==================== design 1
### I/O pins on the die edge, design 1

(0.5 px per µm) Pins as bars across the die edge, other pins in gray.
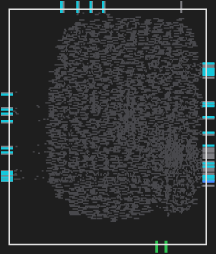

===== src/rtl/regfile_sb_if.sv =====
// regfile_sb_if: read, claim and writeback bus between the issue/writeback logic and regfile_sb
interface regfile_sb_if #(
    parameter int XLEN = 32,
    parameter int NREG = 32,
    parameter int AW   = $clog2(NREG)
);
    logic            ready;
    logic [AW-1:0]   rs1;
    logic [AW-1:0]   rs2;
    logic [XLEN-1:0] rdat1;
    logic [XLEN-1:0] rdat2;
    logic            busy1;
    logic            busy2;
    logic            claim;
    logic [AW-1:0]   claim_addr;
    logic            we;
    logic [AW-1:0]   waddr;
    logic [XLEN-1:0] wdat;
    logic            waw_err;
    modport master (
        output rs1, rs2, claim, claim_addr, we, waddr, wdat,
        input  ready, rdat1, rdat2, busy1, busy2, waw_err
    );
    modport slave (
        input  rs1, rs2, claim, claim_addr, we, waddr, wdat,
        output ready, rdat1, rdat2, busy1, busy2, waw_err
    );
endinterface


===== src/rtl/regfile_sb.sv =====
// regfile_sb: register file with RAW scoreboard, optional write-to-read bypass and zeroing init sequencer
module regfile_sb #(
    parameter int XLEN   = 32,
    parameter int NREG   = 32,
    parameter int BYPASS = 1
) (
    input  logic         clk,
    input  logic         rst,
    regfile_sb_if.slave  bus
);
    localparam int AW = $clog2(NREG);
    localparam logic [0:0] ST_INIT = 1'b0;
    localparam logic [0:0] ST_RUN  = 1'b1;

    logic [0:0]      r_state;
    logic [AW-1:0]   r_cnt;
    logic [XLEN-1:0] r_mem [NREG];
    logic [NREG-1:0] r_sb;
    logic            r_ready;
    logic            r_waw;
    logic [NREG-1:0] w_sb_nxt;
    logic            w_run;
    logic            w_wr;
    logic            w_clm;
    logic            w_hit1;
    logic            w_hit2;

    // register 0 is hardwired, so writes and claims to it never take effect
    assign w_run  = r_state == ST_RUN;
    assign w_wr   = w_run && bus.we && bus.waddr != '0;
    assign w_clm  = w_run && bus.claim && bus.claim_addr != '0;
    assign w_hit1 = (BYPASS != 0) && w_wr && bus.waddr == bus.rs1;
    assign w_hit2 = (BYPASS != 0) && w_wr && bus.waddr == bus.rs2;

    assign bus.rdat1   = (!w_run || bus.rs1 == '0) ? '0 : w_hit1 ? bus.wdat : r_mem[bus.rs1];
    assign bus.rdat2   = (!w_run || bus.rs2 == '0) ? '0 : w_hit2 ? bus.wdat : r_mem[bus.rs2];
    assign bus.busy1   = w_run && r_sb[bus.rs1] && !w_hit1;
    assign bus.busy2   = w_run && r_sb[bus.rs2] && !w_hit2;
    assign bus.ready   = r_ready;
    assign bus.waw_err = r_waw;

    // next scoreboard: writeback retires the producer, a claim applied last so a new producer wins
    always_comb begin
        w_sb_nxt = r_sb;
        if (w_wr) w_sb_nxt[bus.waddr] = 1'b0;
        if (w_clm) w_sb_nxt[bus.claim_addr] = 1'b1;
    end

    // array: zero one entry per cycle during init, then accept writebacks
    always_ff @(posedge clk) begin
        if (!rst && !w_run) r_mem[r_cnt] <= '0;
        else if (!rst && w_wr) r_mem[bus.waddr] <= bus.wdat;
    end

    // sequencer, ready flag, scoreboard and WAW detection
    always_ff @(posedge clk) begin
        if (rst) begin
            r_state <= ST_INIT;
            r_cnt   <= '0;
            r_sb    <= '0;
            r_ready <= 1'b0;
            r_waw   <= 1'b0;
        end else if (!w_run) begin
            r_cnt <= r_cnt + AW'(1);
            r_waw <= 1'b0;
            if (r_cnt == AW'(NREG - 1)) begin
                r_state <= ST_RUN;
                r_ready <= 1'b1;
            end
        end else begin
            r_sb  <= w_sb_nxt;
            r_waw <= w_clm && r_sb[bus.claim_addr] && !(w_wr && bus.waddr == bus.claim_addr);
        end
    end
endmodule


===== src/flat_wrapper.sv =====
// flat-port wrapper written by rule: the top's interface ports become plain ports
module regfile_sb_flat 
#(
    parameter int XLEN   = 32,
    parameter int NREG   = 32,
    parameter int BYPASS = 1
)
  (clk, rst, bus_rs1, bus_rs2, bus_claim, bus_claim_addr, bus_we, bus_waddr, bus_wdat, bus_ready, bus_rdat1, bus_rdat2, bus_busy1, bus_busy2, bus_waw_err);
  regfile_sb_if #(.XLEN(XLEN), .NREG(NREG)) bus_i ();
  input  logic clk;
  input  logic rst;
  input wire logic [$bits(bus_i.rs1)-1:0] bus_rs1;
  input wire logic [$bits(bus_i.rs2)-1:0] bus_rs2;
  input wire logic [$bits(bus_i.claim)-1:0] bus_claim;
  input wire logic [$bits(bus_i.claim_addr)-1:0] bus_claim_addr;
  input wire logic [$bits(bus_i.we)-1:0] bus_we;
  input wire logic [$bits(bus_i.waddr)-1:0] bus_waddr;
  input wire logic [$bits(bus_i.wdat)-1:0] bus_wdat;
  output wire logic [$bits(bus_i.ready)-1:0] bus_ready;
  output wire logic [$bits(bus_i.rdat1)-1:0] bus_rdat1;
  output wire logic [$bits(bus_i.rdat2)-1:0] bus_rdat2;
  output wire logic [$bits(bus_i.busy1)-1:0] bus_busy1;
  output wire logic [$bits(bus_i.busy2)-1:0] bus_busy2;
  output wire logic [$bits(bus_i.waw_err)-1:0] bus_waw_err;
  assign bus_i.rs1 = bus_rs1;
  assign bus_i.rs2 = bus_rs2;
  assign bus_i.claim = bus_claim;
  assign bus_i.claim_addr = bus_claim_addr;
  assign bus_i.we = bus_we;
  assign bus_i.waddr = bus_waddr;
  assign bus_i.wdat = bus_wdat;
  assign bus_ready = bus_i.ready;
  assign bus_rdat1 = bus_i.rdat1;
  assign bus_rdat2 = bus_i.rdat2;
  assign bus_busy1 = bus_i.busy1;
  assign bus_busy2 = bus_i.busy2;
  assign bus_waw_err = bus_i.waw_err;
  regfile_sb #(.XLEN(XLEN), .NREG(NREG), .BYPASS(BYPASS)) u_core (.clk(clk), .rst(rst), .bus(bus_i));
endmodule

===== config.mk =====
export PLATFORM = sky130hd
export DESIGN_NAME = regfile_sb_flat
export DESIGN_NICKNAME = d
export VERILOG_FILES = /design/src/rtl/regfile_sb_if.sv /design/src/rtl/regfile_sb.sv /design/src/flat_wrapper.sv
export SDC_FILE = /design/constraint.sdc
export NUM_CORES = 1
export LEC_CHECK = 0
export CAP_MARGIN = 10
export CORE_ASPECT_RATIO = 1.2
export CORE_MARGIN = 5
export CORE_UTILIZATION = 29
export DETAILED_ROUTE_END_ITERATION = 8
export GPL_TIMING_DRIVEN = 0
export PLACE_DENSITY = 0.48
export SYNTH_ARGS = -nofsm -noshare
export SYNTH_HDL_FRONTEND = slang
export SYNTH_SLANG_ARGS = --single-unit

===== constraint.sdc =====
create_clock -name clk -period 3.4 [get_ports clk]
set_input_delay 0.68 -clock clk [delete_from_list [all_inputs] [get_ports clk]]
set_output_delay 0.68 -clock clk [all_outputs]
set_load 0.05 [all_outputs]

==================== design 2
===== src/rtl/sprite_blitter.sv =====
// sprite_blitter: copies one palette-encoded sprite from sprite ROM into the
// frame RAM at (sprite_x, sprite_y). One texel is issued per cycle in raster
// order. Transparent texels are dropped and off-screen texels are clipped.
// The ROM has one cycle of read latency, so each write happens one cycle
// after its texel is issued.
module sprite_blitter #(
  parameter int         SPRITE_W    = 24,
  parameter int         SPRITE_H    = 45,
  parameter int         SCREEN_W    = 640,
  parameter int         SCREEN_H    = 480,
  parameter logic [4:0] TRANSPARENT = 5'h15
) (
  input  logic        Clk,
  input  logic        Reset,
  input  logic        start,
  input  logic [9:0]  sprite_x,
  input  logic [9:0]  sprite_y,
  input  logic [15:0] sprite_base,
  input  logic        flip_h,
  output logic [15:0] rom_addr,
  input  logic [4:0]  rom_data,
  output logic        fb_we,
  output logic [18:0] fb_addr,
  output logic [4:0]  fb_data,
  output logic        busy,
  output logic        done
);

  localparam int CW = (SPRITE_W > 1) ? $clog2(SPRITE_W) : 1;
  localparam int RW = (SPRITE_H > 1) ? $clog2(SPRITE_H) : 1;

  localparam logic [1:0] S_IDLE  = 2'd0;
  localparam logic [1:0] S_RUN   = 2'd1;
  localparam logic [1:0] S_DRAIN = 2'd2;
  localparam logic [1:0] S_DONE  = 2'd3;

  logic [1:0]    r_state;
  logic [CW-1:0] r_col;
  logic [RW-1:0] r_row;

  // Blit parameters captured at start; later input changes are ignored.
  logic [9:0]    r_x;
  logic [9:0]    r_y;
  logic [15:0]   r_base;
  logic          r_flip;

  logic          r_vld_p1;
  logic [18:0]   r_addr_p1;
  logic          r_vis_p1;

  logic          w_issue;
  logic          w_col_end;
  logic          w_last;
  logic [15:0]   w_col16;
  logic [15:0]   w_row16;
  logic [15:0]   w_rom_addr;
  logic [10:0]   w_px;
  logic [10:0]   w_py;
  logic          w_vis;
  logic [18:0]   w_addr;

  assign w_issue   = (r_state == S_RUN);
  assign w_col_end = (r_col == CW'(SPRITE_W - 1));
  assign w_last    = w_col_end && (r_row == RW'(SPRITE_H - 1));

  // Issue stage: ROM address plus screen position of the current texel.
  assign w_col16    = 16'(r_col);
  assign w_row16    = 16'(r_row);
  assign w_rom_addr = r_base + w_row16 * 16'(SPRITE_W)
                    + (r_flip ? (16'(SPRITE_W - 1) - w_col16) : w_col16);
  assign w_px   = 11'(r_x) + 11'(r_col);
  assign w_py   = 11'(r_y) + 11'(r_row);
  assign w_vis  = (w_px < 11'(SCREEN_W)) && (w_py < 11'(SCREEN_H));
  assign w_addr = 19'(w_py) * 19'(SCREEN_W) + 19'(w_px);

  // Control: state, raster counters and the issue valid flag.
  always_ff @(posedge Clk) begin
    if (Reset) begin
      r_state  <= S_IDLE;
      r_col    <= '0;
      r_row    <= '0;
      r_vld_p1 <= 1'b0;
    end else begin
      r_vld_p1 <= w_issue;
      case (r_state)
        S_IDLE: begin
          if (start) begin
            r_state <= S_RUN;
            r_col   <= '0;
            r_row   <= '0;
          end
        end
        S_RUN: begin
          if (w_last) begin
            r_state <= S_DRAIN;
            r_col   <= '0;
            r_row   <= '0;
          end else if (w_col_end) begin
            r_col <= '0;
            r_row <= r_row + 1'b1;
          end else begin
            r_col <= r_col + 1'b1;
          end
        end
        S_DRAIN: r_state <= S_DONE;
        S_DONE:  r_state <= S_IDLE;
        default: r_state <= S_IDLE;
      endcase
    end
  end

  // Capture the blit request when it is accepted in IDLE.
  always_ff @(posedge Clk) begin
    if (r_state == S_IDLE && start) begin
      r_x    <= sprite_x;
      r_y    <= sprite_y;
      r_base <= sprite_base;
      r_flip <= flip_h;
    end
  end

  // ---- stage p0 -> p1: frame address and visibility wait for ROM data ----
  always_ff @(posedge Clk) begin
    r_addr_p1 <= w_addr;
    r_vis_p1  <= w_vis;
  end

  // ---- stage p1: write port, driven only while a texel is in flight ----
  assign rom_addr = w_issue ? w_rom_addr : '0;
  assign fb_we    = r_vld_p1 && r_vis_p1 && (rom_data != TRANSPARENT);
  assign fb_addr  = r_vld_p1 ? r_addr_p1 : '0;
  assign fb_data  = r_vld_p1 ? rom_data : '0;
  assign busy     = (r_state != S_IDLE);
  assign done     = (r_state == S_DONE);

endmodule


===== config.mk =====
export PLATFORM = sky130hd
export DESIGN_NAME = sprite_blitter
export DESIGN_NICKNAME = d
export VERILOG_FILES = /design/src/rtl/sprite_blitter.sv
export SDC_FILE = /design/constraint.sdc
export NUM_CORES = 1
export LEC_CHECK = 0
export CORE_MARGIN = 2
export CORE_UTILIZATION = 35
export CTS_BUF_LIST = sky130_fd_sc_hd__clkbuf_8
export DETAILED_ROUTE_END_ITERATION = 8
export GPL_TIMING_DRIVEN = 0
export PLACE_DENSITY = 0.58
export SLEW_MARGIN = 20
export SYNTH_ARGS = -nofsm -noshare
export SYNTH_HDL_FRONTEND = slang
export SYNTH_SLANG_ARGS = --single-unit

===== constraint.sdc =====
create_clock -name Clk -period 5.5 [get_ports Clk]
set_input_delay 1.65 -clock Clk [delete_from_list [all_inputs] [get_ports Clk]]
set_output_delay 1.65 -clock Clk [all_outputs]
set_load 0.02 [all_outputs]


==> screenshots <==
Clock network drawn from the DEF.
(a)
(4 px per µm)
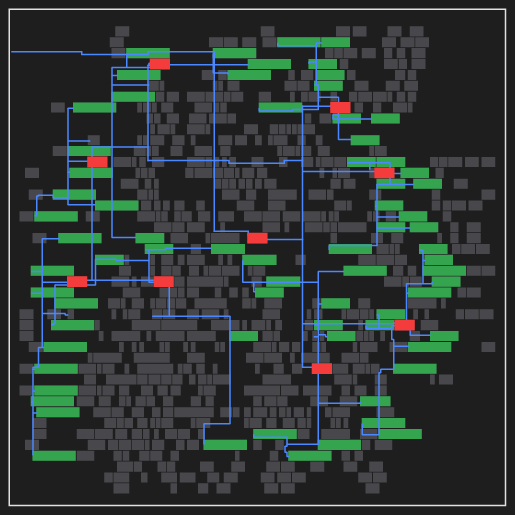
(b)
(1 px per µm)
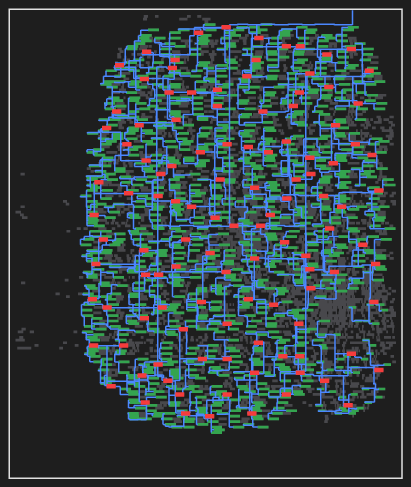
(b) -> design 1
(a) -> design 2

Key to (b):
[blue] clock wires | length: 14700 µm
[red] clock drivers | count: 114
[green] flip-flops | count: 1064
routed clock nets: 115

### Placed cells, one color a class, design 1

(1 px per µm) Fill, decap, tap and diode cells in gray.
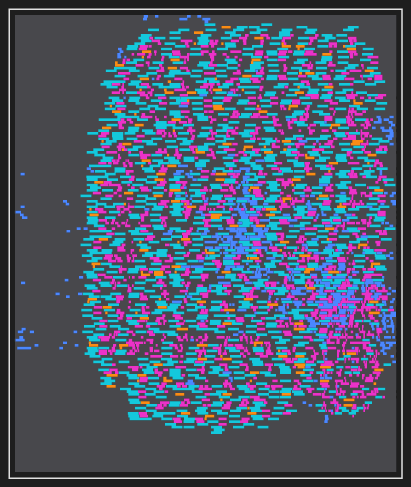
[blue] other buffers and delay cells | cells: 492 | share of their area: 11%
[magenta] combinational and other logic | cells: 1637 | share of their area: 31%
[orange] clock drivers and dummy loads | cells: 208 | share of their area: 6.1%
[cyan] flops | cells: 1064 | share of their area: 52%

Notes on 'I/O pins on the die edge' of design 1 above:
[blue] bus_claim | pins: 1 | direction: input | edge: east
[cyan] bus_rdat1 | pins: 32 | direction: output | edge: 16 east, 11 west, 5 north
[green] bus_claim_addr | pins: 5 | direction: input | edge: south
all pins by edge: 70 east, 33 west, 16 north, 5 south

==> reports/qor.rpt, design 1 <==
LOGIC SYNTHESIS
--------------------------------------------------------------------------------
Largest cells by area                                               edfxtp_1 (61%), mux4_2 (17%), mux2i_1 (7.2%)
Post-synthesis instance area                                           50600 µm²
Top cell types by occurrence after synthesis                        edfxtp_1 (1024), mux4_2 (375), mux2i_1 (362)
Number of cell instances after yosys synthesis                              2947
Average cell area after synthesis                                       17.2 µm²
Yosys simple share                                                        0.0221

WORST SETUP PATH
--------------------------------------------------------------------------------
Delay of the slowest critical-path stage                                 0.38 ns
Worst setup path endpoint                                           bus_rdat1[4]
Critical path fanouts, max                                                    10
Critical path, cell by cell                                         clkdlybuf4s15_1, xor2_1, nor4_4, buf_6, buf_12, clkbuf_2, a32o_2, buf_8
Worst path buffer plus inverter count                                          5

PLACED DESIGN
--------------------------------------------------------------------------------
Cell area after placement                                              56100 µm²
Worst-case setup slack after placement                                  -2.77 ns
DPL Wire Length                                                        151000 µm

FINISH
--------------------------------------------------------------------------------
Top logic cells by instance count in the layout                     edfxtp_1 (1024), mux4_2 (375), mux2i_1 (352), clkbuf_16 (134), o21ai_0 (108)
Growth of design area from synthesis to finish                             26.1%
Commonest Layout Cell                                                         edfxtp_1

POWER AND IR DROP
--------------------------------------------------------------------------------
Part of the power in combinational logic                                   0.092
Leak Pwr                                                                 22.7 nW

HOLD PATH
--------------------------------------------------------------------------------
Class of the tightest hold or removal check                           reg -> reg
Startpoint of the tightest hold check path                          u_core.bus.ready$_SDFFE_PP0P_

GRT
--------------------------------------------------------------------------------
Global-route wire length before repair                                 292000 µm
GR Overflow Total                                                              0
Number of antenna violations at the first check in global routing              8

CTS
--------------------------------------------------------------------------------
Insertion delay at the late pin of the worst-skew pair                   0.75 ns
Clock sink count                                                            1064
Buffer levels on the longest clock path                                        3
Number of buffers inserted to repair setup after CTS                          24

STA
--------------------------------------------------------------------------------
Crit share post-route                                                       1.03
Transition time at the pin with the least slew margin                    1.18 ns
Least setup slack across all paths after layout                       -0.0961 ns
Final setup viols                                                             37

JOB
--------------------------------------------------------------------------------
Number of warnings in the stage logs                                          30

DRT
--------------------------------------------------------------------------------
Detailed-route wire length                                             223000 µm

OUTCOME
--------------------------------------------------------------------------------
Run status                                                          finished with violations
Violated checks                                                     negative setup slack

-- design 1: area by class of cell --
type,instances,area [µm²]
Buffer,243,3000
Fill cell,16300,110000
Clock inverter,72,734
Tap cell,2295,2870
Clock buffer,136,2980
Multi-Input combinational cell,1625,19100
Antenna cell,3,7.51
Sequential cell,1064,31600
Timing Repair Buffer,249,3460
Inverter,12,57.6
-- design 1: metal layers --
metal	vias to the layer above	wire, µm
met5	-	34
met4	6	12000
met3	520	20700
met2	2124	101000
met1	18600	89100
li1	13300	-
### I/O pins on the die edge, design 2

(2 px per µm) Pins as bars across the die edge, other pins in gray.
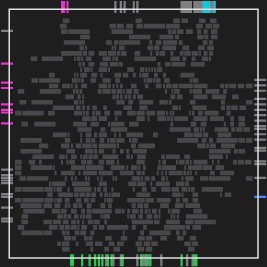
[blue] flip_h | pins: 1 | direction: input | edge: east
[magenta] sprite_y | pins: 10 | direction: input | edge: 7 west, 3 north
[cyan] fb_data | pins: 5 | direction: output | edge: north
[green] rom_addr | pins: 16 | direction: output | edge: south
vertical die dimension: 124 µm
port buffer count: 87
die span in x: 124 µm

==> reports/qor.rpt, design 2 <==
OUTCOME
--------------------------------------------------------------------------------
Run status                                                          finished with violations
Violated checks                                                     negative setup slack

PLACED DESIGN
--------------------------------------------------------------------------------
DPL Wire Length                                                          8040 µm

WORST SETUP PATH
--------------------------------------------------------------------------------
Setup slack of the most critical reg-to-reg path                         1.37 ns
FF-to-FF Start                                                      r_row[0]$_SDFFE_PP0P_

STA
--------------------------------------------------------------------------------
Least setup slack across all paths after layout                       -0.0462 ns
Crit share post-route                                                       1.01
Final setup viols                                                              1

HOLD PATH
--------------------------------------------------------------------------------
Instance count along the most critical hold path                               1

CTS
--------------------------------------------------------------------------------
Htree depth                                                                    3

FINISH
--------------------------------------------------------------------------------
Growth of design area from synthesis to finish                             30.8%
Clk cell area share                                                       0.0252

LOGIC SYNTHESIS
--------------------------------------------------------------------------------
Post-synthesis instance area                                            5010 µm²

GRT
--------------------------------------------------------------------------------
Number of antenna violations at the first check in global routing              0
Via count of the first global-routing pass                                  3724

design 2: sequential cells by signal (all words and copies together) (netlist names):
register,count
r_addr_p1,19
r_base,16
r_col,5
r_flip,1
r_row,6
r_state,2
r_vis_p1,1
r_vld_p1,1
r_x,10
r_y,10
design 2: where the power goes:
group	switching [mW]	internal (mW)
clock	0.208	0.159
combinational	0.810	0.683
sequential	0.0674	0.738
total	1.09	1.58

==================== design 3
### Met2 routing, design 3

(4 px per µm) Cells faint in the background.
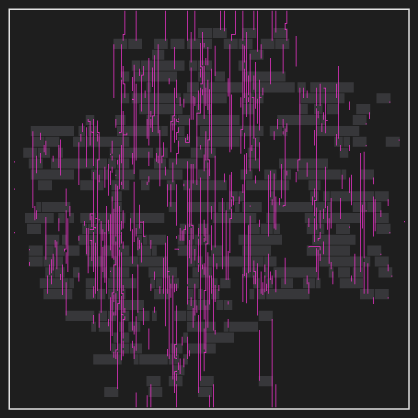
### Clock network drawn from the DEF, design 3

(6 px per µm)
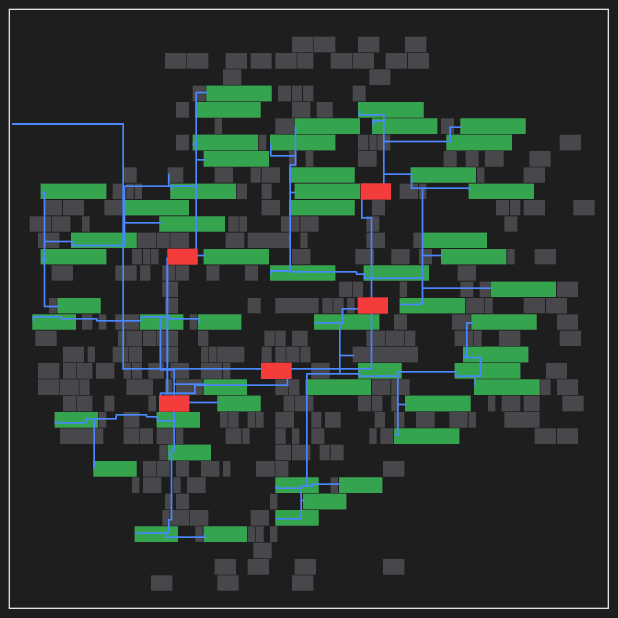
### Clock wiring as the flow saved it, design 3

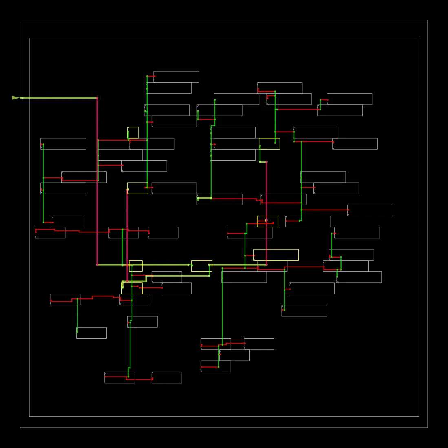
$ cat config.mk
export PLATFORM = sky130hd
export DESIGN_NAME = bch_syndrome
export DESIGN_NICKNAME = d
export VERILOG_FILES = /design/src/rtl/bch_syndrome.sv
export SDC_FILE = /design/constraint.sdc
export NUM_CORES = 1
export LEC_CHECK = 0
export CAP_MARGIN = 20
export CORE_MARGIN = 2
export CORE_UTILIZATION = 30
export CTS_CLUSTER_SIZE = 12
export DETAILED_ROUTE_END_ITERATION = 6
export HOLD_SLACK_MARGIN = 0.15
export PLACE_DENSITY = 0.55
export SLEW_MARGIN = 20
export SYNTH_ARGS = -nofsm -noshare
export SYNTH_HDL_FRONTEND = slang
export SYNTH_SLANG_ARGS = --single-unit
$ cat constraint.sdc
create_clock -name I_clk -period 2.3 [get_ports I_clk]
set_input_delay 0.345 -clock I_clk [delete_from_list [all_inputs] [get_ports I_clk]]
set_output_delay 0.345 -clock I_clk [all_outputs]
set_load 0.03 [all_outputs]
$ cat src/rtl/bch_syndrome.sv
// BCH syndrome generator: serial Horner evaluation of S_j = r(alpha^j), j = 1..2t,
// over GF(2^C_M), one received bit per accepted beat, highest-order coefficient first.
`timescale 1ns/1ps
module bch_syndrome #(
  parameter int unsigned C_M         = 5,
  parameter int unsigned C_ERR_NUM   = 4,
  parameter int unsigned C_PRIM_POLY = 37,
  parameter int unsigned C_CNTW      = 8
) (
  input  logic                       I_clk,
  input  logic                       I_rst,
  input  logic                       I_valid,
  input  logic                       I_bit,
  input  logic                       I_sof,
  output logic                       O_ready,
  output logic [2*C_ERR_NUM*C_M-1:0] O_syn,
  output logic                       O_syn_valid,
  output logic                       O_err_det
);

  localparam int unsigned       NSYN = 2 * C_ERR_NUM;
  localparam int unsigned       N    = (1 << C_M) - 1;
  localparam logic [C_M-1:0]    POLY = C_M'(C_PRIM_POLY);
  localparam logic [C_CNTW-1:0] LAST = C_CNTW'(N - 1);

  typedef enum logic [1:0] {IDLE, ACC, DONE} state_t;

  state_t            state;
  logic [C_CNTW-1:0] cnt;
  logic [C_M-1:0]    syn      [NSYN];
  logic [C_M-1:0]    syn_step [NSYN];
  logic [C_M-1:0]    bit_in;
  logic              step_nz;
  logic              ready;
  logic              syn_valid;
  logic              err_det;
  logic              accept;

  // Constant multiply by alpha^p: p shift-and-reduce steps; p is fixed per syndrome lane.
  function automatic logic [C_M-1:0] mul_alpha_pow(input logic [C_M-1:0] v,
                                                   input int unsigned    p);
    logic [C_M-1:0] r;
    r = v;
    for (int unsigned i = 0; i < p; i++) begin
      if (r[C_M-1]) r = (r << 1) ^ POLY;
      else          r = r << 1;
    end
    return r;
  endfunction

  assign bit_in = {{(C_M-1){1'b0}}, I_bit};
  assign accept = I_valid & ready;

  always_comb begin
    step_nz = 1'b0;
    for (int unsigned j = 0; j < NSYN; j++) begin
      syn_step[j] = mul_alpha_pow(syn[j], j + 1) ^ bit_in;
      step_nz     = step_nz | (|syn_step[j]);
    end
  end

  always_ff @(posedge I_clk) begin
    if (I_rst) begin
      state     <= IDLE;
      cnt       <= '0;
      ready     <= 1'b1;
      syn_valid <= 1'b0;
      err_det   <= 1'b0;
      for (int unsigned j = 0; j < NSYN; j++) syn[j] <= '0;
    end else begin
      syn_valid <= 1'b0;
      err_det   <= 1'b0;
      case (state)
        IDLE: begin
          if (accept && I_sof) begin
            for (int unsigned j = 0; j < NSYN; j++) syn[j] <= bit_in;
            cnt   <= C_CNTW'(1);
            state <= ACC;
          end
        end
        ACC: begin
          if (accept) begin
            if (I_sof) begin
              // Restart: the partial frame is discarded without an output pulse.
              for (int unsigned j = 0; j < NSYN; j++) syn[j] <= bit_in;
              cnt <= C_CNTW'(1);
            end else begin
              for (int unsigned j = 0; j < NSYN; j++) syn[j] <= syn_step[j];
              cnt <= cnt + 1'b1;
              if (cnt == LAST) begin
                state     <= DONE;
                ready     <= 1'b0;
                syn_valid <= 1'b1;
                err_det   <= step_nz;
              end
            end
          end
        end
        DONE: begin
          state <= IDLE;
          ready <= 1'b1;
        end
        default: begin
          state <= IDLE;
          ready <= 1'b1;
        end
      endcase
    end
  end

  for (genvar g = 0; g < NSYN; g++) begin : g_pack
    assign O_syn[g*C_M +: C_M] = syn[g];
  end

  assign O_ready     = ready;
  assign O_syn_valid = syn_valid;
  assign O_err_det   = err_det;

endmodule

==> reports/qor.rpt <==
OUTCOME
--------------------------------------------------------------------------
Run status                                                    finished, final reports clean

GRT
--------------------------------------------------------------------------
GRT Overall Usage                                                    0.134
Busiest metal layer after global routing                              met2
Largest net degree at the start of global routing                       33
Met3 Track Usage GR                                                 0.0281

STA
--------------------------------------------------------------------------
Crit share post-route                                                0.824
Total count of hold-check failures in the final report                   0
Setup TNS Final                                                       0 ns

DRT
--------------------------------------------------------------------------
Detailed-route wire length                                         6450 µm
Count of antenna-violating nets left after detailed routing              0
Violation tally from detailed-route iteration zero                     105
Post-route met1 wirelength                                         3260 µm
Number of vias in the routed layout                                   2034

CTS
--------------------------------------------------------------------------
Hold-fix buffer count after cts                                          0
Root buffer cell                                                  clkbuf_8
TritonCTS clock tree                                                   yes

LOGIC SYNTHESIS
--------------------------------------------------------------------------
Synthesized-area fraction occupied by adder cells                  0.00913
Gate count after technology mapping                                    267
Area share, top type                                                 0.394
Number of cell instances after yosys synthesis                         267
Cell type with the highest aggregate area in the netlist          edfxtp_1
Post-synthesis instance area                                      2740 µm²
Yosys simple share                                                   0.228

POWER AND IR DROP
--------------------------------------------------------------------------
Power density of the placed cells                               624 nW/µm²

FINISH
--------------------------------------------------------------------------
Final layout net count                                                 320
Number of signal-net inverters in the final layout                       1
Top logic cells by instance count in the layout               clkdlybuf4s50_1 (47), nor2_1 (42), edfxtp_1 (36), xor2_1 (19), xnor2_1 (18)
Seq area share                                                       0.410
Antenna Cells                                                            0
Data-path buffer share of cell area in the final layout              0.164

PLACED DESIGN
--------------------------------------------------------------------------
Port buffer count                                                       47
Cell area after placement                                         3350 µm²

HOLD PATH
--------------------------------------------------------------------------
Hold EP                                                       cnt[4]$_SDFFE_PP0P_
Startpoint of the tightest hold check path                    cnt[4]$_SDFFE_PP0P_
Class of the tightest hold or removal check                     reg -> reg

WORST SETUP PATH
--------------------------------------------------------------------------
Critical path fanouts, max                                               6
Path length in cells of the critical path                                1
Worst path buffer plus inverter count                                    1
FF-to-FF Start                                                syn[1][19]$_SDFFCE_PN0P_
Worst Setup SP                                                syn[1][7]$_SDFFCE_PN0P_
Delay of the slowest critical-path stage                           0.73 ns
Arrival time at the worst endpoint                                 1.55 ns

FLOORPLAN
--------------------------------------------------------------------------
Boundary pin count                                                      48
Die span in x                                                      99.6 µm
Vertical die dimension                                             99.6 µm

About 'Met2 routing' of design 3:
longest straight run: 50.7 µm
wire length on this layer: 2800 µm
share of all routed wire: 43%
nets with wire on the layer: 264

About 'Clock network drawn from the DEF' of design 3:
[green] flip-flops | count: 53
[red] clock drivers | count: 5
[blue] clock wires | length: 677 µm
routed clock nets: 6
clock skew after layout: 0.00964 ns
P_clk: 0.655 mW
insertion delay at the late pin of the worst-skew pair: 0.32 ns
Clk pwr share: 0.303

About 'Clock wiring as the flow saved it' of design 3:
Num CTS Buffers: 5
clock sink count: 53
final-layout clock buffer total: 5
number of flip-flops and latches: 53

## where the power goes
| part | internal [mW] | switching, mW | total, mW |
|---|---|---|---|
| Sequential | 1.07 | 0.0603 | 1.13 |
| Clock | 0.326 | 0.329 | 0.655 |
| Combinational | 0.164 | 0.220 | 0.383 |
## sequential cells by signal, summed over array words and instances, names as in the netlist
name and count:
O_syn_valid 1, cnt 8, state 2, O_err_det 1
syn 40, O_ready 1

Power figures rest on the tool's default switching activity, not on a simulated workload.
